==================== jtag_master
### M1 wires, jtag_master

Drawn at 4 px/um. Supply wires on this layer in grey. Cells faint in the background.
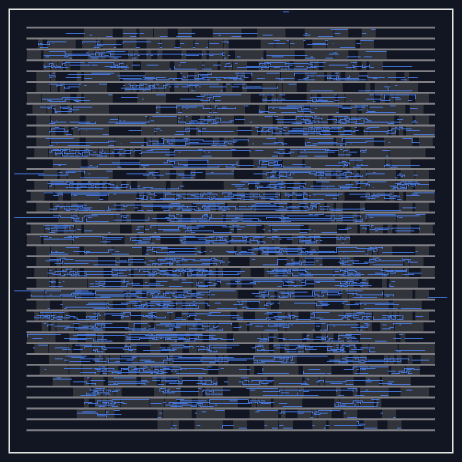

$ cat config.mk
export PLATFORM = sky130hd
export DESIGN_NAME = jtag_master
export DESIGN_NICKNAME = d
export VERILOG_FILES = /design/src/rtl/jtag_master_pkg.sv /design/src/rtl/jtag_tck_gen.sv /design/src/rtl/jtag_master.sv
export SDC_FILE = /design/constraint.sdc
export NUM_CORES = 1
export LEC_CHECK = 0
export CAP_MARGIN = 20
export CORE_MARGIN = 4
export CORE_UTILIZATION = 55
export DETAILED_ROUTE_END_ITERATION = 10
export PLACE_DENSITY_LB_ADDON = 0.1
export SYNTH_ARGS = -nofsm -noshare
export SYNTH_HDL_FRONTEND = slang
export SYNTH_HIERARCHICAL = 1
export SYNTH_SLANG_ARGS = --single-unit
export TNS_END_PERCENT = 100
$ cat constraint.sdc
create_clock -name clk -period 3.35 [get_ports clk]
set_input_delay 0.5025 -clock clk [delete_from_list [all_inputs] [get_ports clk]]
set_output_delay 0.5025 -clock clk [all_outputs]
set_load 0.01 [all_outputs]
$ cat src/rtl/jtag_master_pkg.sv
// jtag_master_pkg: shared definitions for the JTAG TAP initiator.
// Holds the command opcodes, the TMS preamble/postamble patterns that walk
// the target TAP from Run-Test/Idle into Shift-IR/Shift-DR and back, and
// the main FSM state enum. Patterns are stored LSB-first: bit 0 is the TMS
// value presented on the first TCK of the sequence.
package jtag_master_pkg;

  localparam logic [1:0] OP_RESET = 2'b00;
  localparam logic [1:0] OP_IR    = 2'b01;
  localparam logic [1:0] OP_DR    = 2'b10;
  localparam logic [1:0] OP_IDLE  = 2'b11;

  // TMS 1,1,1,1,1,0 : five ones reach Test-Logic-Reset, the zero parks in RTI
  localparam logic [5:0] PRE_TMS_RESET = 6'b011111;
  // TMS 1,1,0,0 : RTI -> Select-DR -> Select-IR -> Capture-IR -> Shift-IR
  localparam logic [5:0] PRE_TMS_IR    = 6'b000011;
  // TMS 1,0,0 : RTI -> Select-DR -> Capture-DR -> Shift-DR
  localparam logic [5:0] PRE_TMS_DR    = 6'b000001;
  // Index of the final preamble TCK (length minus one)
  localparam logic [2:0] PRE_LAST_RESET = 3'd5;
  localparam logic [2:0] PRE_LAST_IR    = 3'd3;
  localparam logic [2:0] PRE_LAST_DR    = 3'd2;

  // TMS 1,0 : Exit1 -> Update -> RTI (two TCKs)
  localparam logic [1:0] POST_TMS  = 2'b01;
  localparam logic [2:0] POST_LAST = 3'd1;

  typedef enum logic [2:0] {
    ST_IDLE  = 3'd0,
    ST_PRE   = 3'd1,
    ST_SHIFT = 3'd2,
    ST_POST  = 3'd3,
    ST_DONE  = 3'd4
  } state_e;

  function automatic logic [5:0] pre_tms(input logic [1:0] op);
    case (op)
      OP_RESET: pre_tms = PRE_TMS_RESET;
      OP_IR:    pre_tms = PRE_TMS_IR;
      OP_DR:    pre_tms = PRE_TMS_DR;
      default:  pre_tms = 6'b000000;
    endcase
  endfunction

  function automatic logic [2:0] pre_last(input logic [1:0] op);
    case (op)
      OP_RESET: pre_last = PRE_LAST_RESET;
      OP_IR:    pre_last = PRE_LAST_IR;
      OP_DR:    pre_last = PRE_LAST_DR;
      default:  pre_last = 3'd0;
    endcase
  endfunction

endpackage

$ cat src/rtl/jtag_tck_gen.sv
// jtag_tck_gen: TCK divider for the JTAG master.
// Each TCK phase lasts DIV clk cycles, low phase first. The strobes flag the
// clk edge at which tck is about to toggle, so the FSM can update TMS/TDI
// together with the falling edge and sample TDO together with the rising one.
// Ports:
//   clk_i      system clock
//   reset_i    synchronous active-high reset
//   run_i      high while a command is running; low clears and holds tck at 0
//   tck_o      JTAG clock (registered)
//   rise_en_o  tck goes 0->1 at the coming clk edge
//   fall_en_o  tck goes 1->0 at the coming clk edge
module jtag_tck_gen #(
  parameter int DIV = 2
) (
  input  logic clk_i,
  input  logic reset_i,
  input  logic run_i,
  output logic tck_o,
  output logic rise_en_o,
  output logic fall_en_o
);

  localparam int CW = (DIV > 1) ? $clog2(DIV) : 1;
  localparam logic [CW-1:0] CNT_LAST = CW'(DIV - 1);

  logic [CW-1:0] cnt_q;
  logic          tck_q;
  logic          phase_end_s;

  assign phase_end_s = run_i && (cnt_q == CNT_LAST);
  assign rise_en_o   = phase_end_s && !tck_q;
  assign fall_en_o   = phase_end_s && tck_q;
  assign tck_o       = tck_q;

  // Phase counter; toggles tck at the end of every DIV-cycle phase
  always_ff @(posedge clk_i) begin
    if (reset_i || !run_i) begin
      cnt_q <= '0;
      tck_q <= 1'b0;
    end else if (cnt_q == CNT_LAST) begin
      cnt_q <= '0;
      tck_q <= !tck_q;
    end else begin
      cnt_q <= cnt_q + CW'(1);
    end
  end

endmodule

$ cat src/rtl/jtag_master.sv
// jtag_master: clock-enabled JTAG TAP initiator (command/response engine).
// Accepts one command at a time (TAP reset, IR shift, DR shift, idle clocks),
// plays the TMS/TDI sequence on a divided TCK and returns the captured TDO
// bits right-aligned in rsp_data with a one-cycle rsp_valid pulse.
// Ports:
//   clk, reset                  clock, synchronous active-high reset
//   cmd_valid/cmd_ready         command handshake (ready only in IDLE)
//   cmd_op/cmd_len/cmd_data     opcode, bit count minus one, TDI payload LSB first
//   rsp_valid/rsp_data          completion pulse and captured TDO bits
//   busy                        command in progress (inverse of cmd_ready)
//   tck/tms/tdi/tdo             JTAG pins; tdo is synchronous to clk
module jtag_master #(
  parameter int DIV = 2
) (
  input  logic        clk,
  input  logic        reset,
  input  logic        cmd_valid,
  output logic        cmd_ready,
  input  logic [1:0]  cmd_op,
  input  logic [4:0]  cmd_len,
  input  logic [31:0] cmd_data,
  output logic        rsp_valid,
  output logic [31:0] rsp_data,
  output logic        busy,
  output logic        tck,
  output logic        tms,
  output logic        tdi,
  input  logic        tdo
);
  import jtag_master_pkg::*;

  state_e      state_q;
  logic [1:0]  op_q;
  logic [4:0]  len_q;
  logic [31:0] tx_q;
  logic [31:0] rx_q;
  logic [4:0]  bit_q;
  logic [2:0]  seq_q;
  logic        tms_q;
  logic        tdi_q;
  logic        ready_q;
  logic        rsp_valid_q;
  logic [31:0] rsp_data_q;

  logic [4:0]  bit_d;
  logic [2:0]  seq_d;
  logic [5:0]  pre_cmd_s;
  logic [5:0]  pre_op_s;
  logic        run_s;
  logic        rise_en_s;
  logic        fall_en_s;

  assign bit_d     = bit_q + 5'd1;
  assign seq_d     = seq_q + 3'd1;
  assign pre_cmd_s = pre_tms(cmd_op);
  assign pre_op_s  = pre_tms(op_q);
  assign run_s     = (state_q == ST_PRE) || (state_q == ST_SHIFT) || (state_q == ST_POST);

  jtag_tck_gen #(.DIV(DIV)) u_tck_gen (
    .clk_i     (clk),
    .reset_i   (reset),
    .run_i     (run_s),
    .tck_o     (tck),
    .rise_en_o (rise_en_s),
    .fall_en_o (fall_en_s)
  );

  assign cmd_ready = ready_q;
  assign busy      = !ready_q;
  assign tms       = tms_q;
  assign tdi       = tdi_q;
  assign rsp_valid = rsp_valid_q;
  assign rsp_data  = rsp_data_q;

  // Main FSM: command latch, TMS sequencer, TDI shift-out and TDO capture
  always_ff @(posedge clk) begin
    if (reset) begin
      state_q     <= ST_IDLE;
      op_q        <= OP_RESET;
      len_q       <= 5'd0;
      tx_q        <= 32'd0;
      rx_q        <= 32'd0;
      bit_q       <= 5'd0;
      seq_q       <= 3'd0;
      tms_q       <= 1'b1;
      tdi_q       <= 1'b0;
      ready_q     <= 1'b1;
      rsp_valid_q <= 1'b0;
      rsp_data_q  <= 32'd0;
    end else begin
      rsp_valid_q <= 1'b0;
      case (state_q)
        ST_IDLE: begin
          if (cmd_valid) begin
            op_q    <= cmd_op;
            len_q   <= cmd_len;
            tx_q    <= cmd_data;
            rx_q    <= 32'd0;
            bit_q   <= 5'd0;
            seq_q   <= 3'd0;
            tdi_q   <= 1'b0;
            ready_q <= 1'b0;
            // The accept edge acts as the first falling edge: present TMS now
            if (cmd_op == OP_IDLE) begin
              state_q <= ST_SHIFT;
              tms_q   <= 1'b0;
            end else begin
              state_q <= ST_PRE;
              tms_q   <= pre_cmd_s[0];
            end
          end
        end
        ST_PRE: begin
          if (fall_en_s) begin
            if (seq_q == pre_last(op_q)) begin
              if (op_q == OP_RESET) begin
                state_q     <= ST_DONE;
                rsp_valid_q <= 1'b1;
                rsp_data_q  <= rx_q;
              end else begin
                state_q <= ST_SHIFT;
                // A single-bit shift is also the exit bit
                tms_q   <= (len_q == 5'd0);
                tdi_q   <= tx_q[0];
              end
            end else begin
              seq_q <= seq_d;
              tms_q <= pre_op_s[seq_d];
            end
          end
        end
        ST_SHIFT: begin
          // Capture into the bit's own position: right-aligned, upper bits stay 0
          if (rise_en_s && (op_q != OP_IDLE)) begin
            rx_q[bit_q] <= tdo;
          end
          if (fall_en_s) begin
            if (bit_q == len_q) begin
              tdi_q <= 1'b0;
              if (op_q == OP_IDLE) begin
                state_q     <= ST_DONE;
                rsp_valid_q <= 1'b1;
                rsp_data_q  <= rx_q;
              end else begin
                state_q <= ST_POST;
                seq_q   <= 3'd0;
                tms_q   <= POST_TMS[0];
              end
            end else begin
              bit_q <= bit_d;
              tdi_q <= (op_q == OP_IDLE) ? 1'b0 : tx_q[bit_d];
              tms_q <= (op_q != OP_IDLE) && (bit_d == len_q);
            end
          end
        end
        ST_POST: begin
          if (fall_en_s) begin
            if (seq_q == POST_LAST) begin
              state_q     <= ST_DONE;
              rsp_valid_q <= 1'b1;
              rsp_data_q  <= rx_q;
            end else begin
              seq_q <= seq_d;
              tms_q <= POST_TMS[1];
            end
          end
        end
        ST_DONE: begin
          state_q <= ST_IDLE;
          ready_q <= 1'b1;
        end
        default: begin
          state_q <= ST_IDLE;
          ready_q <= 1'b1;
        end
      endcase
    end
  end

endmodule

==================== imm_gen_pipe
<file path="src/rtl/imm_pkg.sv">
// Shared definitions for the pipelined immediate generator.
//   immsrc_e : immediate format selector, encodings match the decode-stage control bus
//   INSTR_W  : raw instruction width
package imm_pkg;

  localparam int INSTR_W = 32;

  typedef enum logic [2:0] {
    IMM_I   = 3'b000,
    IMM_S   = 3'b001,
    IMM_U   = 3'b010,
    IMM_Z   = 3'b011,
    IMM_SH  = 3'b100,
    IMM_B   = 3'b101,
    IMM_J   = 3'b110,
    IMM_ILL = 3'b111
  } immsrc_e;

endpackage : imm_pkg

</file>
<file path="src/rtl/imm_decode.sv">
// Purely combinational immediate decoder, shared with the compressed-instruction expander.
// Ports:
//   instr_i   : raw 32-bit instruction
//   immsrc_i  : immediate format selector
//   imm_o     : sign-/zero-extended immediate, XLEN wide
//   illegal_o : selector was the reserved encoding (imm_o forced to 0)
module imm_decode
  import imm_pkg::*;
#(
  parameter int XLEN = 32
) (
  input  logic [INSTR_W-1:0] instr_i,
  input  immsrc_e            immsrc_i,
  output logic [XLEN-1:0]    imm_o,
  output logic               illegal_o
);

  // Every format is first assembled as a 32-bit value; sign-extending formats
  // carry their sign in bit 31 so a single widening step serves both XLENs.
  logic [31:0] raw;
  logic        sext;

  // The opcode field never contributes to an immediate.
  logic        unused_opcode;
  assign unused_opcode = ^instr_i[6:0];

  always_comb begin
    // NOTE: every output of a combinational block gets a default first, so no path leaves it unassigned and no latch is inferred.
    raw       = '0;
    sext      = 1'b0;
    illegal_o = 1'b0;
    case (immsrc_i)
      IMM_I: begin
        raw  = {{20{instr_i[31]}}, instr_i[31:20]};
        sext = 1'b1;
      end
      IMM_S: begin
        raw  = {{20{instr_i[31]}}, instr_i[31:25], instr_i[11:7]};
        sext = 1'b1;
      end
      IMM_B: begin
        raw  = {{19{instr_i[31]}}, instr_i[31], instr_i[7], instr_i[30:25], instr_i[11:8], 1'b0};
        sext = 1'b1;
      end
      IMM_U: begin
        raw  = {instr_i[31:12], 12'h000};
        sext = 1'b1;
      end
      IMM_J: begin
        raw  = {{11{instr_i[31]}}, instr_i[31], instr_i[19:12], instr_i[20], instr_i[30:21], 1'b0};
        sext = 1'b1;
      end
      IMM_Z: begin
        raw = {27'b0, instr_i[19:15]};
      end
      IMM_SH: begin
        // RV64 shift amounts use bit 25; on RV32 that bit belongs to funct7.
        raw = (XLEN == 64) ? {26'b0, instr_i[25:20]} : {27'b0, instr_i[24:20]};
      end
      default: begin
        illegal_o = 1'b1;
      end
    endcase
    imm_o = sext ? XLEN'($signed(raw)) : XLEN'(raw);
  end

endmodule : imm_decode

</file>
<file path="src/rtl/imm_gen_pipe.sv">
// Pipelined immediate generator between the instruction register and ID/EX.
// A 2-entry skid buffer (output register + skid register) lets decode stall
// without losing immediates while keeping ready_o free of any path from ready_i.
// Ports:
//   clk, rst       : rising-edge clock, asynchronous active-high reset
//   valid_i/ready_o: input handshake for instr_i, immsrc_i, tag_i
//   valid_o/ready_i: output handshake for immext_o, tag_o, illegal_o
//   illegal_cnt_o  : saturating count of accepted illegal-selector entries
module imm_gen_pipe
  import imm_pkg::*;
#(
  parameter int XLEN  = 32,
  parameter int TAG_W = 5,
  parameter int CNT_W = 8
) (
  input  logic               clk,
  input  logic               rst,
  input  logic               valid_i,
  output logic               ready_o,
  input  logic [INSTR_W-1:0] instr_i,
  input  logic [2:0]         immsrc_i,
  input  logic [TAG_W-1:0]   tag_i,
  output logic               valid_o,
  input  logic               ready_i,
  output logic [XLEN-1:0]    immext_o,
  output logic [TAG_W-1:0]   tag_o,
  output logic               illegal_o,
  output logic [CNT_W-1:0]   illegal_cnt_o
);

  if (XLEN != 32 && XLEN != 64) begin : g_bad_xlen
    $fatal(1, "imm_gen_pipe: XLEN must be 32 or 64");
  end

  typedef struct packed {
    logic [XLEN-1:0]  imm;
    logic [TAG_W-1:0] tag;
    logic             ill;
  } entry_t;

  localparam logic [CNT_W-1:0] CNT_MAX = '1;

  entry_t           new_entry;
  entry_t           out_q, out_d;
  entry_t           skid_q, skid_d;
  logic             out_valid_q, out_valid_d;
  logic             skid_valid_q, skid_valid_d;
  logic [CNT_W-1:0] cnt_q, cnt_d;
  logic             accept;
  logic             retire;

  imm_decode #(.XLEN(XLEN)) u_decode (
    .instr_i   (instr_i),
    .immsrc_i  (immsrc_e'(immsrc_i)),
    .imm_o     (new_entry.imm),
    .illegal_o (new_entry.ill)
  );
  assign new_entry.tag = tag_i;

  // Readiness depends only on stored state and reset.
  assign ready_o = !rst && !skid_valid_q;
  assign accept  = valid_i && ready_o;
  assign retire  = out_valid_q && ready_i;

  always_comb begin
    out_d        = out_q;
    out_valid_d  = out_valid_q;
    skid_d       = skid_q;
    skid_valid_d = skid_valid_q;
    cnt_d        = cnt_q;

    if (retire || !out_valid_q) begin
      // Output slot is free this edge: the older skid entry has priority.
      // An accept cannot coincide with a full skid since ready_o is low then.
      if (skid_valid_q) begin
        out_d        = skid_q;
        out_valid_d  = 1'b1;
        skid_valid_d = 1'b0;
      end else if (accept) begin
        out_d       = new_entry;
        out_valid_d = 1'b1;
      end else begin
        out_valid_d = 1'b0;
      end
    end else if (accept) begin
      // Output stalled: park the new entry in the skid register.
      skid_d       = new_entry;
      skid_valid_d = 1'b1;
    end

    if (accept && new_entry.ill && (cnt_q != CNT_MAX)) begin
      cnt_d = cnt_q + 1'b1;
    end
  end

  // NOTE: the data registers are reset along with the valid flags because the held output values are architecturally visible as zero after reset.
  always_ff @(posedge clk or posedge rst) begin
    if (rst) begin
      out_q        <= '0;
      out_valid_q  <= 1'b0;
      skid_q       <= '0;
      skid_valid_q <= 1'b0;
      cnt_q        <= '0;
    end else begin
      // NOTE: state registers use non-blocking assignments so all flops update together from pre-edge values.
      out_q        <= out_d;
      out_valid_q  <= out_valid_d;
      skid_q       <= skid_d;
      skid_valid_q <= skid_valid_d;
      cnt_q        <= cnt_d;
    end
  end

  assign valid_o       = out_valid_q;
  assign immext_o      = out_q.imm;
  assign tag_o         = out_q.tag;
  assign illegal_o     = out_q.ill;
  assign illegal_cnt_o = cnt_q;

endmodule : imm_gen_pipe
</file>
<file path="config.mk">
export PLATFORM = sky130hd
export DESIGN_NAME = imm_gen_pipe
export DESIGN_NICKNAME = d
export VERILOG_FILES = /design/src/rtl/imm_pkg.sv /design/src/rtl/imm_decode.sv /design/src/rtl/imm_gen_pipe.sv
export SDC_FILE = /design/constraint.sdc
export NUM_CORES = 1
export LEC_CHECK = 0
export ABC_AREA = 1
export CELL_PAD_IN_SITES_DETAIL_PLACEMENT = 2
export CELL_PAD_IN_SITES_GLOBAL_PLACEMENT = 2
export CORE_MARGIN = 2
export CORE_UTILIZATION = 31
export CTS_BUF_LIST = sky130_fd_sc_hd__clkbuf_8
export CTS_CLUSTER_SIZE = 25
export DETAILED_ROUTE_END_ITERATION = 10
export PLACE_DENSITY_LB_ADDON = 0.1
export REMOVE_ABC_BUFFERS = 1
export SLEW_MARGIN = 20
export SYNTH_ARGS = -nofsm -noshare
export SYNTH_HDL_FRONTEND = slang
export SYNTH_SLANG_ARGS = --single-unit
</file>
<file path="constraint.sdc">
create_clock -name clk -period 3.07 [get_ports clk]
set_input_delay 0.4605 -clock clk [delete_from_list [all_inputs] [get_ports clk]]
set_output_delay 0.4605 -clock clk [all_outputs]
set_load 0.005 [all_outputs]
</file>
==================== bcd_serial_adder_flat
File: config.mk
export PLATFORM = sky130hd
export DESIGN_NAME = bcd_serial_adder_flat
export DESIGN_NICKNAME = d
export VERILOG_FILES = /design/src/rtl/bcd_serial_adder_pkg.sv /design/src/rtl/bcd_serial_adder_if.sv /design/src/rtl/bcd_serial_adder_digit_add.sv /design/src/rtl/bcd_serial_adder.sv /design/src/flat_wrapper.sv
export SDC_FILE = /design/constraint.sdc
export NUM_CORES = 1
export LEC_CHECK = 0
export ABC_CLOCK_PERIOD_IN_PS = 5100
export CORE_MARGIN = 2
export CORE_UTILIZATION = 50
export CTS_BUF_LIST = sky130_fd_sc_hd__clkbuf_16
export DETAILED_ROUTE_END_ITERATION = 7
export GPL_TIMING_DRIVEN = 0
export PLACE_DENSITY = 0.83
export SLEW_MARGIN = 30
export SYNTH_ARGS = -nofsm -noshare
export SYNTH_HDL_FRONTEND = slang
export SYNTH_SLANG_ARGS = --single-unit
File: constraint.sdc
create_clock -name clk -period 5.1 [get_ports clk]
set_input_delay 1.02 -clock clk [delete_from_list [all_inputs] [get_ports clk]]
set_output_delay 1.02 -clock clk [all_outputs]
set_load 0.005 [all_outputs]
File: src/rtl/bcd_serial_adder_pkg.sv
// Shared constants, FSM encoding and digit helpers for the digit-serial BCD adder.
package bcd_serial_adder_pkg;

   localparam int DIGIT_W = 4;
   localparam logic [DIGIT_W-1:0] BCD_MAX = 4'd9;
   localparam logic [DIGIT_W-1:0] BCD_ADJ = 4'd6;

   typedef enum logic [1:0] {
      S_IDLE = 2'd0,
      S_ADD  = 2'd1,
      S_HOLD = 2'd2
   } state_t;

   function automatic logic bcd_bad(input logic [DIGIT_W-1:0] d);
      return d > BCD_MAX;
   endfunction

endpackage

File: src/rtl/bcd_serial_adder_if.sv
// Digit-stream input and packed-result output handshakes of the serial BCD adder.
interface bcd_serial_adder_if
   import bcd_serial_adder_pkg::*;
#(
   parameter int DIGITS = 4
);
   logic                      start;
   logic                      dig_valid;
   logic                      dig_ready;
   logic [DIGIT_W-1:0]        a_dig;
   logic [DIGIT_W-1:0]        b_dig;
   logic [DIGIT_W*DIGITS-1:0] sum_bcd;
   logic                      cout;
   logic                      sum_valid;
   logic                      sum_ack;
   logic                      err;

   modport master (
      output start, dig_valid, a_dig, b_dig, sum_ack,
      input  dig_ready, sum_bcd, cout, sum_valid, err
   );

   modport slave (
      input  start, dig_valid, a_dig, b_dig, sum_ack,
      output dig_ready, sum_bcd, cout, sum_valid, err
   );
endinterface

File: src/rtl/bcd_serial_adder_digit_add.sv
// One-digit BCD adder with decimal correction; also flags non-BCD operands.
module bcd_digit_add
   import bcd_serial_adder_pkg::*;
(
   input  logic [DIGIT_W-1:0] a,
   input  logic [DIGIT_W-1:0] b,
   input  logic               cin,
   output logic [DIGIT_W-1:0] s,
   output logic               cout,
   output logic               bad
);
   logic [DIGIT_W:0] t;

   always_comb begin
      t    = {1'b0, a} + {1'b0, b} + {{DIGIT_W{1'b0}}, cin};
      cout = t > {1'b0, BCD_MAX};
      // Adding 6 modulo 16 is the same as taking the low nibble of t+6.
      s    = cout ? t[DIGIT_W-1:0] + BCD_ADJ : t[DIGIT_W-1:0];
      bad  = bcd_bad(a) | bcd_bad(b);
   end
endmodule

File: src/rtl/bcd_serial_adder.sv
// Digit-serial multi-digit BCD adder: LSD-first digit pairs in, packed sum held until acked.
module bcd_serial_adder
   import bcd_serial_adder_pkg::*;
#(
   parameter int DIGITS = 4
)(
   input  logic               clk,
   input  logic               rst,
   bcd_serial_adder_if.slave  bus
);
   localparam int IDX_W = (DIGITS > 1) ? $clog2(DIGITS) : 1;
   localparam int SUM_W = DIGIT_W * DIGITS;
   localparam logic [IDX_W-1:0] LAST_IDX = IDX_W'(DIGITS - 1);

   state_t             state_q, state_d;
   logic [IDX_W-1:0]   idx_q, idx_d;
   logic               carry_q, carry_d;
   logic               cout_q, cout_d;
   logic               err_q, err_d;
   logic [SUM_W-1:0]   sum_q, sum_d;
   logic               clr;
   logic               xfer;
   logic [DIGIT_W-1:0] dig_sum;
   logic               dig_cout;
   logic               dig_bad;

   bcd_digit_add u_digit (
      .a    (bus.a_dig),
      .b    (bus.b_dig),
      .cin  (carry_q),
      .s    (dig_sum),
      .cout (dig_cout),
      .bad  (dig_bad)
   );

   always_comb begin
      state_d = state_q;
      idx_d   = idx_q;
      carry_d = carry_q;
      cout_d  = cout_q;
      err_d   = err_q;
      clr     = 1'b0;
      xfer    = 1'b0;
      case (state_q)
         S_IDLE: begin
            if (bus.start) begin
               clr     = 1'b1;
               idx_d   = '0;
               carry_d = 1'b0;
               cout_d  = 1'b0;
               err_d   = 1'b0;
               state_d = S_ADD;
            end
         end
         S_ADD: begin
            if (bus.dig_valid) begin
               xfer    = 1'b1;
               carry_d = dig_cout;
               if (dig_bad) err_d = 1'b1;
               if (idx_q == LAST_IDX) begin
                  cout_d  = dig_cout;
                  state_d = S_HOLD;
               end else begin
                  idx_d = idx_q + 1'b1;
               end
            end
         end
         S_HOLD: begin
            if (bus.sum_ack) state_d = S_IDLE;
         end
         default: state_d = S_IDLE;
      endcase
   end

   // Each result slot only changes on a clear or on the transfer aimed at it.
   genvar gi;
   generate
      for (gi = 0; gi < DIGITS; gi++) begin : g_slot
         assign sum_d[DIGIT_W*gi +: DIGIT_W] =
            clr                               ? '0      :
            (xfer && idx_q == IDX_W'(gi))     ? dig_sum :
                                                sum_q[DIGIT_W*gi +: DIGIT_W];
      end
   endgenerate

   always_ff @(posedge clk) begin
      if (rst) begin
         state_q <= S_IDLE;
         idx_q   <= '0;
         carry_q <= 1'b0;
         cout_q  <= 1'b0;
         err_q   <= 1'b0;
         sum_q   <= '0;
      end else begin
         state_q <= state_d;
         idx_q   <= idx_d;
         carry_q <= carry_d;
         cout_q  <= cout_d;
         err_q   <= err_d;
         sum_q   <= sum_d;
      end
   end

   assign bus.dig_ready = (state_q == S_ADD);
   assign bus.sum_valid = (state_q == S_HOLD);
   assign bus.sum_bcd   = sum_q;
   assign bus.cout      = cout_q;
   assign bus.err       = err_q;
endmodule

File: src/flat_wrapper.sv
// flat-port wrapper written by rule: the top's interface ports become plain ports
module bcd_serial_adder_flat import bcd_serial_adder_pkg::*;
#(
   parameter int DIGITS = 4
)
  (clk, rst, bus_start, bus_dig_valid, bus_a_dig, bus_b_dig, bus_sum_ack, bus_dig_ready, bus_sum_bcd, bus_cout, bus_sum_valid, bus_err);
  bcd_serial_adder_if #(.DIGITS(DIGITS)) bus_i ();
  input  logic clk;
  input  logic rst;
  input wire logic [$bits(bus_i.start)-1:0] bus_start;
  input wire logic [$bits(bus_i.dig_valid)-1:0] bus_dig_valid;
  input wire logic [$bits(bus_i.a_dig)-1:0] bus_a_dig;
  input wire logic [$bits(bus_i.b_dig)-1:0] bus_b_dig;
  input wire logic [$bits(bus_i.sum_ack)-1:0] bus_sum_ack;
  output wire logic [$bits(bus_i.dig_ready)-1:0] bus_dig_ready;
  output wire logic [$bits(bus_i.sum_bcd)-1:0] bus_sum_bcd;
  output wire logic [$bits(bus_i.cout)-1:0] bus_cout;
  output wire logic [$bits(bus_i.sum_valid)-1:0] bus_sum_valid;
  output wire logic [$bits(bus_i.err)-1:0] bus_err;
  assign bus_i.start = bus_start;
  assign bus_i.dig_valid = bus_dig_valid;
  assign bus_i.a_dig = bus_a_dig;
  assign bus_i.b_dig = bus_b_dig;
  assign bus_i.sum_ack = bus_sum_ack;
  assign bus_dig_ready = bus_i.dig_ready;
  assign bus_sum_bcd = bus_i.sum_bcd;
  assign bus_cout = bus_i.cout;
  assign bus_sum_valid = bus_i.sum_valid;
  assign bus_err = bus_i.err;
  bcd_serial_adder #(.DIGITS(DIGITS)) u_core (.clk(clk), .rst(rst), .bus(bus_i));
endmodule
==================== fetch_unit
[src/rtl/cpu_pkg.sv]
// Shared CPU definitions: reset PC, NOP encoding, instruction window size
// and the fetch FSM state encoding.
package cpu_pkg;

   localparam logic [31:0] RESET_PC_DEFAULT = 32'h0000_3000;
   localparam logic [31:0] INSTR_NOP        = 32'h0000_0000;
   localparam logic [31:0] IMEM_SPAN        = 32'h0000_3000;

   typedef enum logic {
      FETCH_REQ  = 1'b0,
      FETCH_WAIT = 1'b1
   } fetch_state_t;

endpackage

[src/rtl/fetch_buf.sv]
// One-entry instruction/PC holding register feeding the F/D boundary.
// F_adel storage exists only when FETCH_ALIGN_CHECK_EN is defined.
module fetch_buf
   import cpu_pkg::*;
#(
   parameter int ADDR_W = 32
) (
   input  logic              clk,
   input  logic              reset,
   input  logic              load,
   input  logic              consume,
   input  logic [31:0]       load_instr,
   input  logic [ADDR_W-1:0] load_pc,
`ifdef FETCH_ALIGN_CHECK_EN
   input  logic              load_adel,
   output logic              adel,
`endif
   output logic              valid,
   output logic [31:0]       instr,
   output logic [ADDR_W-1:0] pc,
   output logic [ADDR_W-1:0] pc_plus8
);

   logic [31:0] instr_q;

   always_ff @(posedge clk) begin
      if (reset) begin
         valid    <= 1'b0;
         instr_q  <= INSTR_NOP;
         pc       <= '0;
         pc_plus8 <= '0;
`ifdef FETCH_ALIGN_CHECK_EN
         adel     <= 1'b0;
`endif
      end else if (load) begin
         // A load wins over a same-cycle consume: the old entry leaves, the new one stays.
         valid    <= 1'b1;
         instr_q  <= load_instr;
         pc       <= load_pc;
         pc_plus8 <= load_pc + ADDR_W'(8);
`ifdef FETCH_ALIGN_CHECK_EN
         adel     <= load_adel;
`endif
      end else if (consume) begin
         valid    <= 1'b0;
      end
   end

   assign instr = valid ? instr_q : INSTR_NOP;

endmodule

[src/rtl/fetch_unit.sv]
// MIPS instruction-fetch stage: PC, req/gnt/rvalid issue FSM, delay-slot redirects.
// Optional FETCH_ALIGN_CHECK_EN adds F_adel and suppresses bad-address requests.
module fetch_unit
   import cpu_pkg::*;
#(
   parameter int                ADDR_W   = 32,
   parameter logic [ADDR_W-1:0] RESET_PC = ADDR_W'(RESET_PC_DEFAULT)
) (
   input  logic              clk,
   input  logic              reset,
   input  logic              FD_en,
   input  logic              redirect_valid,
   input  logic [ADDR_W-1:0] redirect_src_pc,
   input  logic [ADDR_W-1:0] redirect_pc,
   output logic              imem_req,
   output logic [ADDR_W-1:0] imem_addr,
   input  logic              imem_gnt,
   input  logic              imem_rvalid,
   input  logic [31:0]       imem_rdata,
`ifdef FETCH_ALIGN_CHECK_EN
   output logic              F_adel,
`endif
   output logic              F_valid,
   output logic [31:0]       F_instr,
   output logic [ADDR_W-1:0] F_PC,
   output logic [ADDR_W-1:0] F_PCplus8
);

   fetch_state_t      state;
   logic [ADDR_W-1:0] pc;
   logic [ADDR_W-1:0] inflight_pc;
   logic [ADDR_W-1:0] pend_target;
   logic              pend_valid;

   logic [ADDR_W-1:0] ds;
   logic              ds_open;
   logic              block;
   logic              issue_ok;
   logic              pc_bad;
   logic              grant;
   logic              fault;
   logic              advance;
   logic              resp;
   logic              buf_load;

   assign ds       = redirect_src_pc + ADDR_W'(4);
   assign ds_open  = redirect_valid && (pc == ds);
   assign block    = redirect_valid && (pc == ds + ADDR_W'(4));
   assign issue_ok = !reset && (state == FETCH_REQ) && (!F_valid || FD_en) && !block;

`ifdef FETCH_ALIGN_CHECK_EN
   assign pc_bad = (pc[1:0] != 2'b00) || (pc < RESET_PC) ||
                   (pc >= RESET_PC + ADDR_W'(IMEM_SPAN));
`else
   assign pc_bad = 1'b0;
`endif

   assign imem_req  = issue_ok && !pc_bad;
   assign imem_addr = pc;
   assign grant     = imem_req && imem_gnt;
   // A bad PC is retired straight into the buffer as if it had been granted and answered.
   assign fault     = issue_ok && pc_bad;
   assign advance   = grant || fault;
   assign resp      = (state == FETCH_WAIT) && imem_rvalid;
   assign buf_load  = resp || fault;

   always_ff @(posedge clk) begin
      if (reset) begin
         state       <= FETCH_REQ;
         pc          <= RESET_PC;
         inflight_pc <= '0;
         pend_valid  <= 1'b0;
         pend_target <= '0;
      end else begin
         if (grant) begin
            state       <= FETCH_WAIT;
            inflight_pc <= pc;
         end else if (resp) begin
            state <= FETCH_REQ;
         end

         if (advance) begin
            pend_valid <= 1'b0;
            if (ds_open)
               pc <= redirect_pc;
            else if (pend_valid)
               pc <= pend_target;
            else
               pc <= pc + ADDR_W'(4);
         end else if (ds_open) begin
            pend_valid  <= 1'b1;
            pend_target <= redirect_pc;
         end else if (block) begin
            pc <= redirect_pc;
         end
      end
   end

   // A redirect must arrive while the delay slot is the next or the just-issued fetch.
   always_ff @(posedge clk) begin
      if (!reset && redirect_valid)
         assert (pc == ds || pc == ds + ADDR_W'(4));
   end

   fetch_buf #(.ADDR_W(ADDR_W)) u_buf (
      .clk        (clk),
      .reset      (reset),
      .load       (buf_load),
      .consume    (F_valid && FD_en),
      .load_instr (resp ? imem_rdata : INSTR_NOP),
      .load_pc    (resp ? inflight_pc : pc),
`ifdef FETCH_ALIGN_CHECK_EN
      .load_adel  (fault),
      .adel       (F_adel),
`endif
      .valid      (F_valid),
      .instr      (F_instr),
      .pc         (F_PC),
      .pc_plus8   (F_PCplus8)
   );

endmodule

[config.mk]
export PLATFORM = sky130hd
export DESIGN_NAME = fetch_unit
export DESIGN_NICKNAME = d
export VERILOG_FILES = /design/src/rtl/cpu_pkg.sv /design/src/rtl/fetch_buf.sv /design/src/rtl/fetch_unit.sv
export SDC_FILE = /design/constraint.sdc
export NUM_CORES = 1
export LEC_CHECK = 0
export CAP_MARGIN = 25
export CORE_MARGIN = 2
export CORE_UTILIZATION = 57
export DETAILED_ROUTE_END_ITERATION = 10
export PLACE_DENSITY = 0.84
export SETUP_SLACK_MARGIN = 0.2
export SYNTH_ARGS = -nofsm -noshare
export SYNTH_HDL_FRONTEND = slang
export SYNTH_SLANG_ARGS = --single-unit
[constraint.sdc]
create_clock -name clk -period 9.4 [get_ports clk]
set_input_delay 1.41 -clock clk [delete_from_list [all_inputs] [get_ports clk]]
set_output_delay 1.41 -clock clk [all_outputs]
set_load 0.02 [all_outputs]
### Clock distribution, bcd_serial_adder_flat

Drawn at 6 px/um.
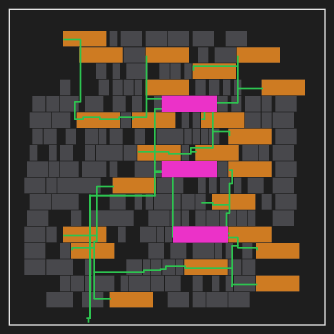
- magenta: clock drivers (count 3)
- green: clock wires (length 270 um)
- orange: flip-flops (count 23)
- routed clock nets: 4
proportion of power drawn by the clock network: 0.379
worst clock skew: 0.00225 ns
clk latency late pin: 0.26 ns

==> flow_summary.html, bcd_serial_adder_flat <==
<h2>Implementation results</h2>
<table>
<tr><th>Metric</th><th>Value</th></tr>
<tr><th colspan="2">Setup path</th></tr>
<tr><td>Delay contributed by the slowest stage of the critical path</td><td>about 0.47 ns</td></tr>
<tr><td>CP max FO</td><td>4</td></tr>
<tr><td>Reg-to-reg startpoint</td><td>u_core.carry_q</td></tr>
<tr><th colspan="2">Power and ir drop</th></tr>
<tr><td>Peak supply drop</td><td>roughly 0.00016 V</td></tr>
<tr><th colspan="2">Yosys</th></tr>
<tr><td>Cell types with the largest area share after synthesis</td><td>sky130_fd_sc_hd__dfxtp_1 (39%), sky130_fd_sc_hd__ha_1 (8.6%), sky130_fd_sc_hd__a21oi_1 (6.8%)</td></tr>
<tr><td>Fraction of the yosys area taken by sequential cells</td><td>0.394</td></tr>
<tr><th colspan="2">Global routing</th></tr>
<tr><td>Fraction of met1 tracks used by global routing</td><td>0.278</td></tr>
<tr><td>Highest-utilization routing layer at the global route stage</td><td>met2</td></tr>
<tr><th colspan="2">Floorplanning</th></tr>
<tr><td>Die Y</td><td>52.4 um</td></tr>
<tr><td>Number of cell rows</td><td>17</td></tr>
<tr><th colspan="2">Status</th></tr>
<tr><td>Result of the run</td><td>finished, final reports clean</td></tr>
<tr><th colspan="2">STA</th></tr>
<tr><td>Setup TNS</td><td>0 ns</td></tr>
<tr><td>Min cycle time layout</td><td>3.85 ns</td></tr>
<tr><th colspan="2">Layout</th></tr>
<tr><td>Most frequent logic cell in the layout</td><td>sky130_fd_sc_hd__clkdlybuf4s50_1</td></tr>
</table>
bcd_serial_adder_flat: stage by stage:
stage          utilization  cells  setup WS (ns)
3_3_place_gp         0.685    200           1.07
4_1_cts              0.721    204           1.26
6_report             0.721    204           1.25
5_1_grt              0.721    204          0.988
2_1_floorplan            -    141           1.69
3_5_place_dp         0.685    200           1.01
bcd_serial_adder_flat: final cells by class:
class,instances,area [um2],area share
clock buffer,3,75.1,0.0471
multi-input combinational,109,674,0.423
timing repair buffer,31,310,0.195
sequential,23,460,0.289
clock inverter,1,5.00,0.00314
inverter,5,18.8,0.0118
tap,28,35.0,0.0220
buffer,4,16.3,0.0102
bcd_serial_adder_flat: sequential cells by signal (all words and copies together), names as in the netlist:
register,flops
u_core.bus.sum_bcd,16
u_core.idx_q,2
u_core.bus.cout,1
u_core.carry_q,1
u_core.bus.err,1
u_core.state_q,2
bcd_serial_adder_flat: power groups by stage:
stage,sequential [uW],clock [uW],combinational (uW)
2_1_floorplan,190,0,60.1
3_3_place_gp,190,0,88.9
3_5_place_dp,190,0,92.6
4_1_cts,186,170,94.0
5_1_grt,187,178,105
6_report,186,171,94.1
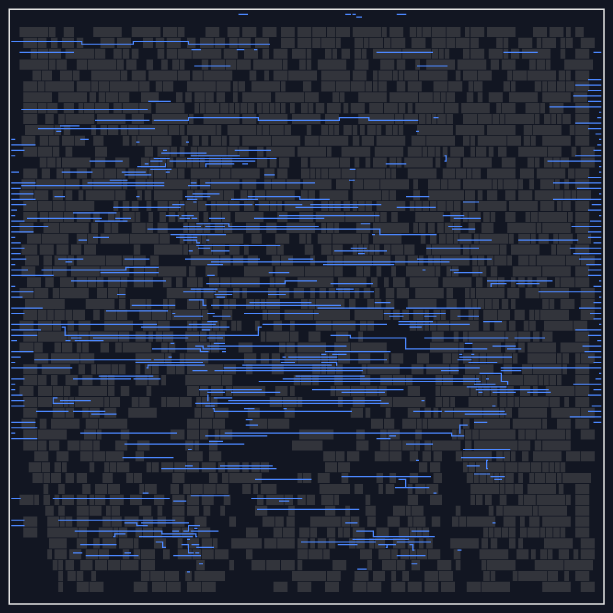
*Signal wires on met3, fetch_unit*
Drawn at 4 px/um. Cells faint in the background.
- main direction: horizontal
- nets with wire on the layer: 281

==> flow_summary.html, fetch_unit <==
<h2>Implementation results</h2>
<table>
<tr><th>Metric</th><th>Value</th></tr>
<tr><th colspan="2">Detailed routing</th></tr>
<tr><td>Via count</td><td>12,400</td></tr>
<tr><td># DRC</td><td>0</td></tr>
<tr><td>DR WL met3</td><td>about 3700 um</td></tr>
<tr><td>Initial drt markers</td><td>~1,400</td></tr>
<tr><th colspan="2">Clock network</th></tr>
<tr><td>Clock slew seen by the registers of the worst setup and hold paths</td><td>roughly 0.080 ns</td></tr>
<tr><td>Clk latency late pin</td><td>between 0.4 and 0.5 ns</td></tr>
<tr><td>Root buffer selected by CTS</td><td>sky130_fd_sc_hd__clkbuf_16</td></tr>
<tr><th colspan="2">STA</th></tr>
<tr><td>Slew at the pin closest to its max-slew limit</td><td>0.951 ns</td></tr>
<tr><td>Fin worst setup slack</td><td>1.58 ns</td></tr>
<tr><th colspan="2">Layout</th></tr>
<tr><td>Final non-clock buffer share</td><td>0.172</td></tr>
<tr><td>Registers</td><td>between 150 and 200</td></tr>
<tr><th colspan="2">Yosys</th></tr>
<tr><td>Fraction of the yosys area taken by sequential cells</td><td>0.324</td></tr>
<tr><td>#FFs+latches synth</td><td>around 190</td></tr>
<tr><th colspan="2">Placement</th></tr>
<tr><td>Placer's final routability congestion estimate</td><td>about 0.97</td></tr>
<tr><td>Post-placement setup slack</td><td>between 1.5 and 2 ns</td></tr>
<tr><th colspan="2">Floorplanning</th></tr>
<tr><td>Number of cell rows</td><td>approximately 52</td></tr>
<tr><td>I/O pin total</td><td>roughly 230</td></tr>
<tr><th colspan="2">Status</th></tr>
<tr><td>Result of the run</td><td>finished, final reports clean</td></tr>
</table>
==> fetch_unit: critical path, cell delays in order <==
cell,delay (ns)
sky130_fd_sc_hd__clkdlybuf4s50_1,0.72
sky130_fd_sc_hd__ha_1,0.49
sky130_fd_sc_hd__nand3_1,0.55
sky130_fd_sc_hd__a2111o_1,0.55
sky130_fd_sc_hd__a21oi_1,0.27
sky130_fd_sc_hd__o22ai_1,0.21
sky130_fd_sc_hd__nor4b_4,0.33
sky130_fd_sc_hd__mux2i_1,0.29
sky130_fd_sc_hd__nor4b_1,0.35
sky130_fd_sc_hd__nand4b_1,0.32
sky130_fd_sc_hd__nor3_4,0.24
sky130_fd_sc_hd__nor3_1,0.06
sky130_fd_sc_hd__clkdlybuf4s50_1,0.61
==> fetch_unit: Yosys cell counts, drive strengths merged (34+ instances only) <==
cell type	n	share of area
a21oi	132	0.056
and2	43	0.023
buf	50	0.023
clkbuf	97	0.031
dfxtp	192	0.32
nand2	224	0.071
nand3	78	0.033
nand3b	34	0.022
nor2	76	0.024
o21ai	102	0.043
xnor2	58	0.043
xor2	41	0.030
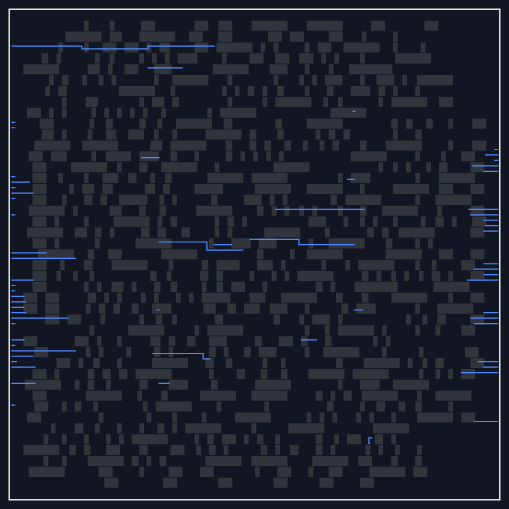
*Signal wires on met3, imm_gen_pipe*
Drawn at 4 px/um. Cells faint in the background.
- wire length on this layer: 377 um
- nets with wire on the layer: 54
- share of all routed wire: 2.9%
- longest straight run: 22.1 um
- main direction: horizontal

==> flow_summary.html, imm_gen_pipe <==
<h2>Implementation results</h2>
<table>
<tr><th>Metric</th><th>Value</th></tr>
<tr><th colspan="2">Clock network</th></tr>
<tr><td>TritonCTS Buffers</td><td>9</td></tr>
<tr><th colspan="2">Setup path</th></tr>
<tr><td>Most frequent cell on the critical path</td><td>sky130_fd_sc_hd__clkdlybuf4s50_1</td></tr>
<tr><td>Kind of start point of the critical path</td><td>primary input</td></tr>
<tr><th colspan="2">Layout</th></tr>
<tr><td>Non-clock inverter instance count of the final layout</td><td>20</td></tr>
<tr><td>Layout multi-input combinational cell count</td><td>386</td></tr>
<tr><td>Count of antenna diodes in the layout</td><td>0</td></tr>
<tr><th colspan="2">Floorplanning</th></tr>
<tr><td>Overall die area</td><td>14,900 um2</td></tr>
<tr><th colspan="2">Status</th></tr>
<tr><td>Result of the run</td><td>finished, final reports clean</td></tr>
<tr><th colspan="2">Placement</th></tr>
<tr><td>Placer's final routability congestion estimate</td><td>about 0.72</td></tr>
<tr><th colspan="2">Yosys</th></tr>
<tr><td>Adder-cell share of the synthesized area</td><td>0.00289</td></tr>
<tr><td>Post-synthesis share of cell area spent on and-or and or-and gates</td><td>0.118</td></tr>
<tr><th colspan="2">Power and ir drop</th></tr>
<tr><td>Power attributed to sequential cells</td><td>~1600 uW</td></tr>
<tr><td>Switching power summed over all nets</td><td>about 1000 uW</td></tr>
<tr><th colspan="2">Detailed routing</th></tr>
<tr><td>Via-to-Cell Ratio</td><td>roughly 5.0</td></tr>
<tr><td>Antenna-violating nets left</td><td>0</td></tr>
<tr><th colspan="2">STA</th></tr>
<tr><td>Headroom to the max-slew limit</td><td>0.535</td></tr>
<tr><td>Hold Fails Final Rpt</td><td>0</td></tr>
</table>
-- imm_gen_pipe: worst paths after layout --
kind                                     to  slack (ns)  cells past startpoint
min in group asynchronous  illegal_cnt_o[7]        0.68                      3
max in group asynchronous        skid_q[19]        2.03                      3
setup reg to reg               immext_o[27]        1.10                      7
setup / recovery                    ready_o        0.94                      3
hold / removal                    skid_q[3]        0.49                      2
hold reg to reg                   skid_q[3]        0.49                      2
-- imm_gen_pipe: per-stage QoR --
| stage | instance area, um2 | hold WS, ns | setup WS [ns] | TNS, ns | power [uW] |
|---|---|---|---|---|---|
| floorplan | 4110 | 0.448 | -0.429 | -8.45 | 1980 |
| global placement | 5240 | 0.461 | 0.698 | 0 | 2440 |
| detailed placement | 5240 | 0.473 | 0.596 | 0 | 2500 |
| CTS | 5450 | 0.495 | 0.920 | 0 | 3390 |
| global route | 5450 | 0.528 | 0.882 | 0 | 3570 |
| finish | 5450 | 0.488 | 0.940 | 0 | 3340 |
-- imm_gen_pipe: layer usage --
layer,vias up,track usage
li1,1835,-
met1,1941,0.246
met2,66,0.321
met3,12,0.0270
met4,0,0.0611
met5,-,0
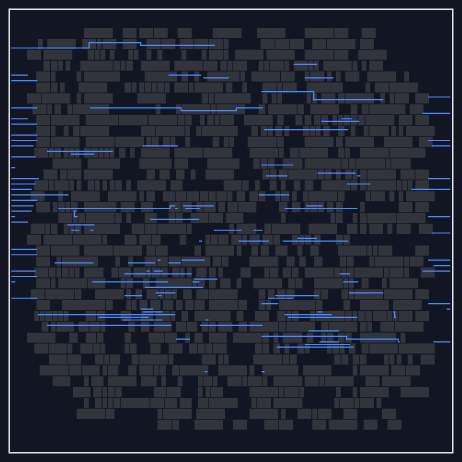
*Signal wires on met3, jtag_master*
Drawn at 4 px/um. Cells faint in the background.
- longest straight run: 34.0 um
- main direction: horizontal
- wire length on this layer: 929 um

Notes on 'M1 wires' of jtag_master above:
- share of all routed wire: 42%
- wire length on this layer: 5,880 um
- longest straight run: 28.1 um

==> flow_summary.html, jtag_master <==
<h2>Implementation results</h2>
<table>
<tr><th>Metric</th><th>Value</th></tr>
<tr><th colspan="2">Hold path</th></tr>
<tr><td>Worst hold start</td><td>tx_q[10]</td></tr>
<tr><th colspan="2">Floorplanning</th></tr>
<tr><td>Die Y</td><td>~110 um</td></tr>
<tr><td>Die width</td><td>between 100 and 150 um</td></tr>
<tr><th colspan="2">Layout</th></tr>
<tr><td>Layout area overhead</td><td>23.5%</td></tr>
<tr><td>Fin util</td><td>0.694</td></tr>
<tr><th colspan="2">Yosys</th></tr>
<tr><td>Yosys xor share</td><td>0.0227</td></tr>
<tr><td>Number of synthesis warnings</td><td>6</td></tr>
<tr><td>Number of distinct library cell variants in the gate-level netlist after synthesis</td><td>approximately 57</td></tr>
<tr><th colspan="2">STA</th></tr>
<tr><td>Hold Fails Final Rpt</td><td>0</td></tr>
<tr><td>Highest Clock Rate</td><td>~340 MHz</td></tr>
<tr><th colspan="2">Clock network</th></tr>
<tr><td>Hold buffer count at CTS</td><td>0</td></tr>
<tr><td>Clk latency late pin</td><td>0.53 ns</td></tr>
<tr><td>Max clock buf depth</td><td>2</td></tr>
<tr><td>Post-CTS sizing</td><td>0</td></tr>
<tr><th colspan="2">Detailed routing</th></tr>
<tr><td>Detailed-router iteration count before antenna repair</td><td>5</td></tr>
<tr><th colspan="2">Setup path</th></tr>
<tr><td>Number of cells on the critical path</td><td>8</td></tr>
<tr><td>Required time of the critical path</td><td>between 3 and 4 ns</td></tr>
<tr><td>FF-to-FF path depth</td><td>8</td></tr>
<tr><th colspan="2">Status</th></tr>
<tr><td>Result of the run</td><td>finished, final reports clean</td></tr>
<tr><th colspan="2">Job</th></tr>
<tr><td>Max capacitance violation total</td><td>0</td></tr>
</table>
## jtag_master: area by class of cell
| cell class | instances | area, um2 |
|---|---|---|
| well taps | 136 | 170 |
| multi-input cells | 534 | 3070 |
| fillers | 846 | 3140 |
| clock inverters | 3 | 40.0 |
| clock buffers | 26 | 498 |
| inverters | 11 | 41.3 |
| flip-flops and latches | 120 | 2400 |
| repair buffers | 93 | 918 |
## jtag_master: sequential cells by signal, indices dropped and copies added, names as in the netlist
signal           count
u_tck_gen/cnt_q      1
tdi                  1
tms                  1
op_q                 2
rsp_data            32
seq_q                3
state_q              3
cmd_ready            1
tx_q                32
rsp_valid            1
len_q                5
u_tck_gen/tck_o      1
bit_q                5
rx_q                32
## jtag_master: power breakdown
part           internal (uW)  leakage [uW]  switching, uW
clock network           1070      0.000267            600
registers               1530      0.000974            100
logic                    467       0.00130            710
## jtag_master: per-layer routing
layer,vias to the layer above,share of wire,GRT usage
li1,2592,-,-
met1,2445,0.42,0.289
met2,177,0.50,0.392
met3,26,0.066,0.0636
met4,0,0.017,0.0854
met5,-,0,0

==> layout pictures side by side <==
Track usage over the die.
panel A
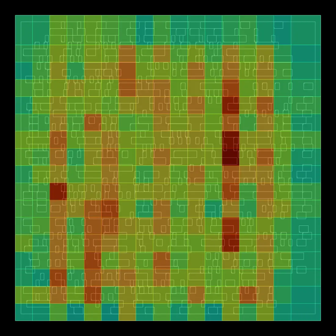
panel B
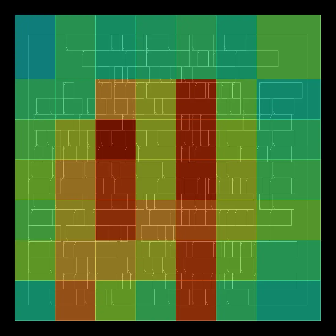
panel C
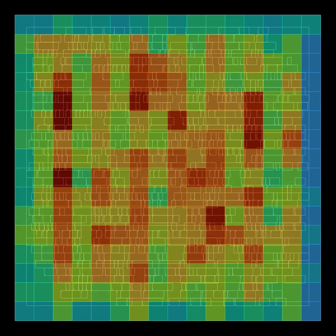
panel D
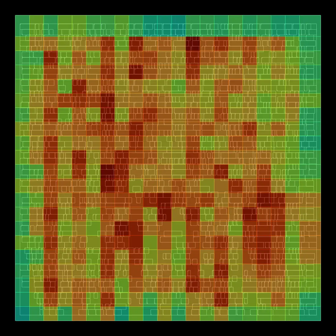
| from | picture |
|---|---|
| bcd_serial_adder_flat | panel B |
| imm_gen_pipe | panel A |
| jtag_master | panel C |
| fetch_unit | panel D |
- most wire per cell: panel D
- lowest utilization: panel A



## Gallery

Signal wires on met4.
image #1
Drawn at 2 px/um. Supply wires on this layer in grey. Cells faint in the background.
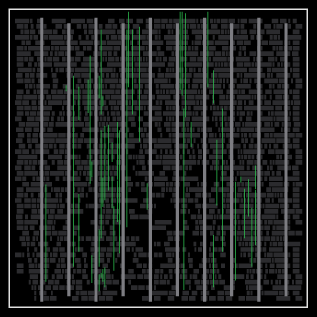
image #2
Drawn at 3 px/um. Supply wires on this layer in grey. Cells faint in the background.
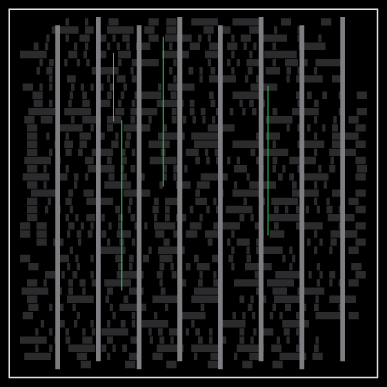
image #3
Drawn at 3 px/um. Supply wires on this layer in grey. Cells faint in the background.
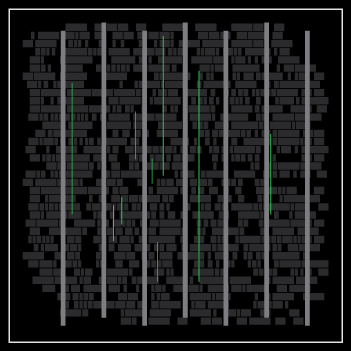
- image #3 = jtag_master
- image #2 = imm_gen_pipe
- image #1 = fetch_unit
Of these, largest die: image #1
Of these, smallest die: image #3

Key to image #2:
- wire length on this layer: 178 um
- nets with wire on the layer: 2


==> layout pictures side by side <==
Met2 routing.
Plate I
Drawn at 3 px/um.
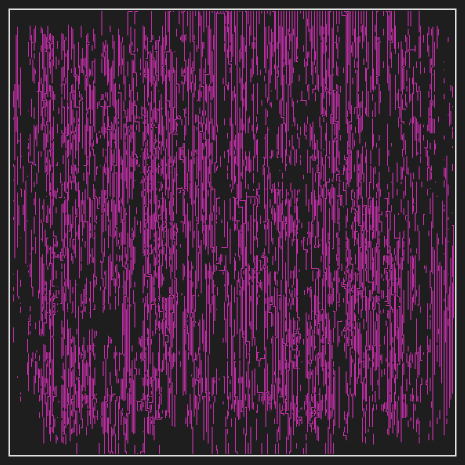
Plate II
Drawn at 4 px/um.
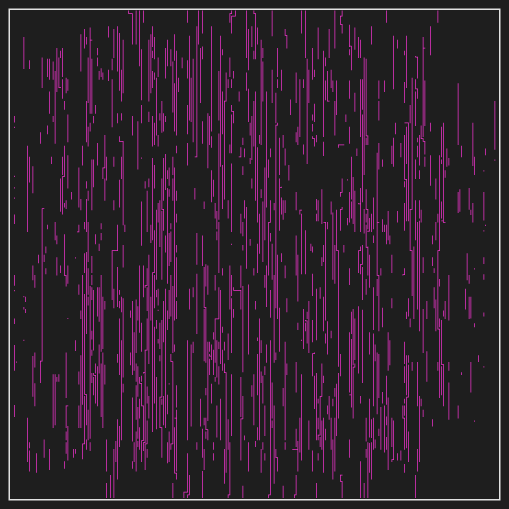
Plate III
Drawn at 10 px/um.
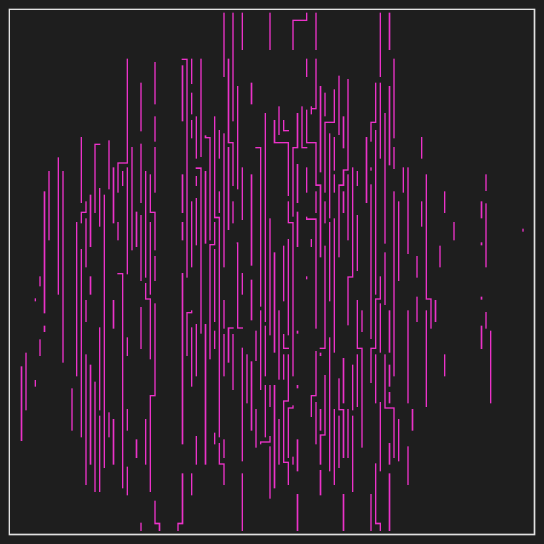
Plate IV
Drawn at 4 px/um.
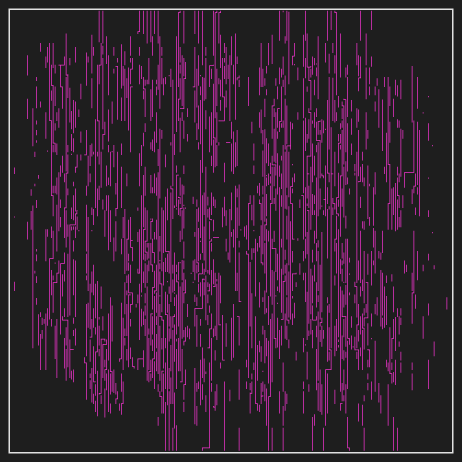
The one with the largest die is Plate I.
The one with the smallest die is Plate III.
| from | picture |
|---|---|
| imm_gen_pipe | Plate II |
| bcd_serial_adder_flat | Plate III |
| jtag_master | Plate IV |
| fetch_unit | Plate I |

Key to Plate IV:
- main direction: vertical
- wire length on this layer: 7,000 um
- share of all routed wire: 50%

No activity file was given, so power comes from the tool's default toggle rates.
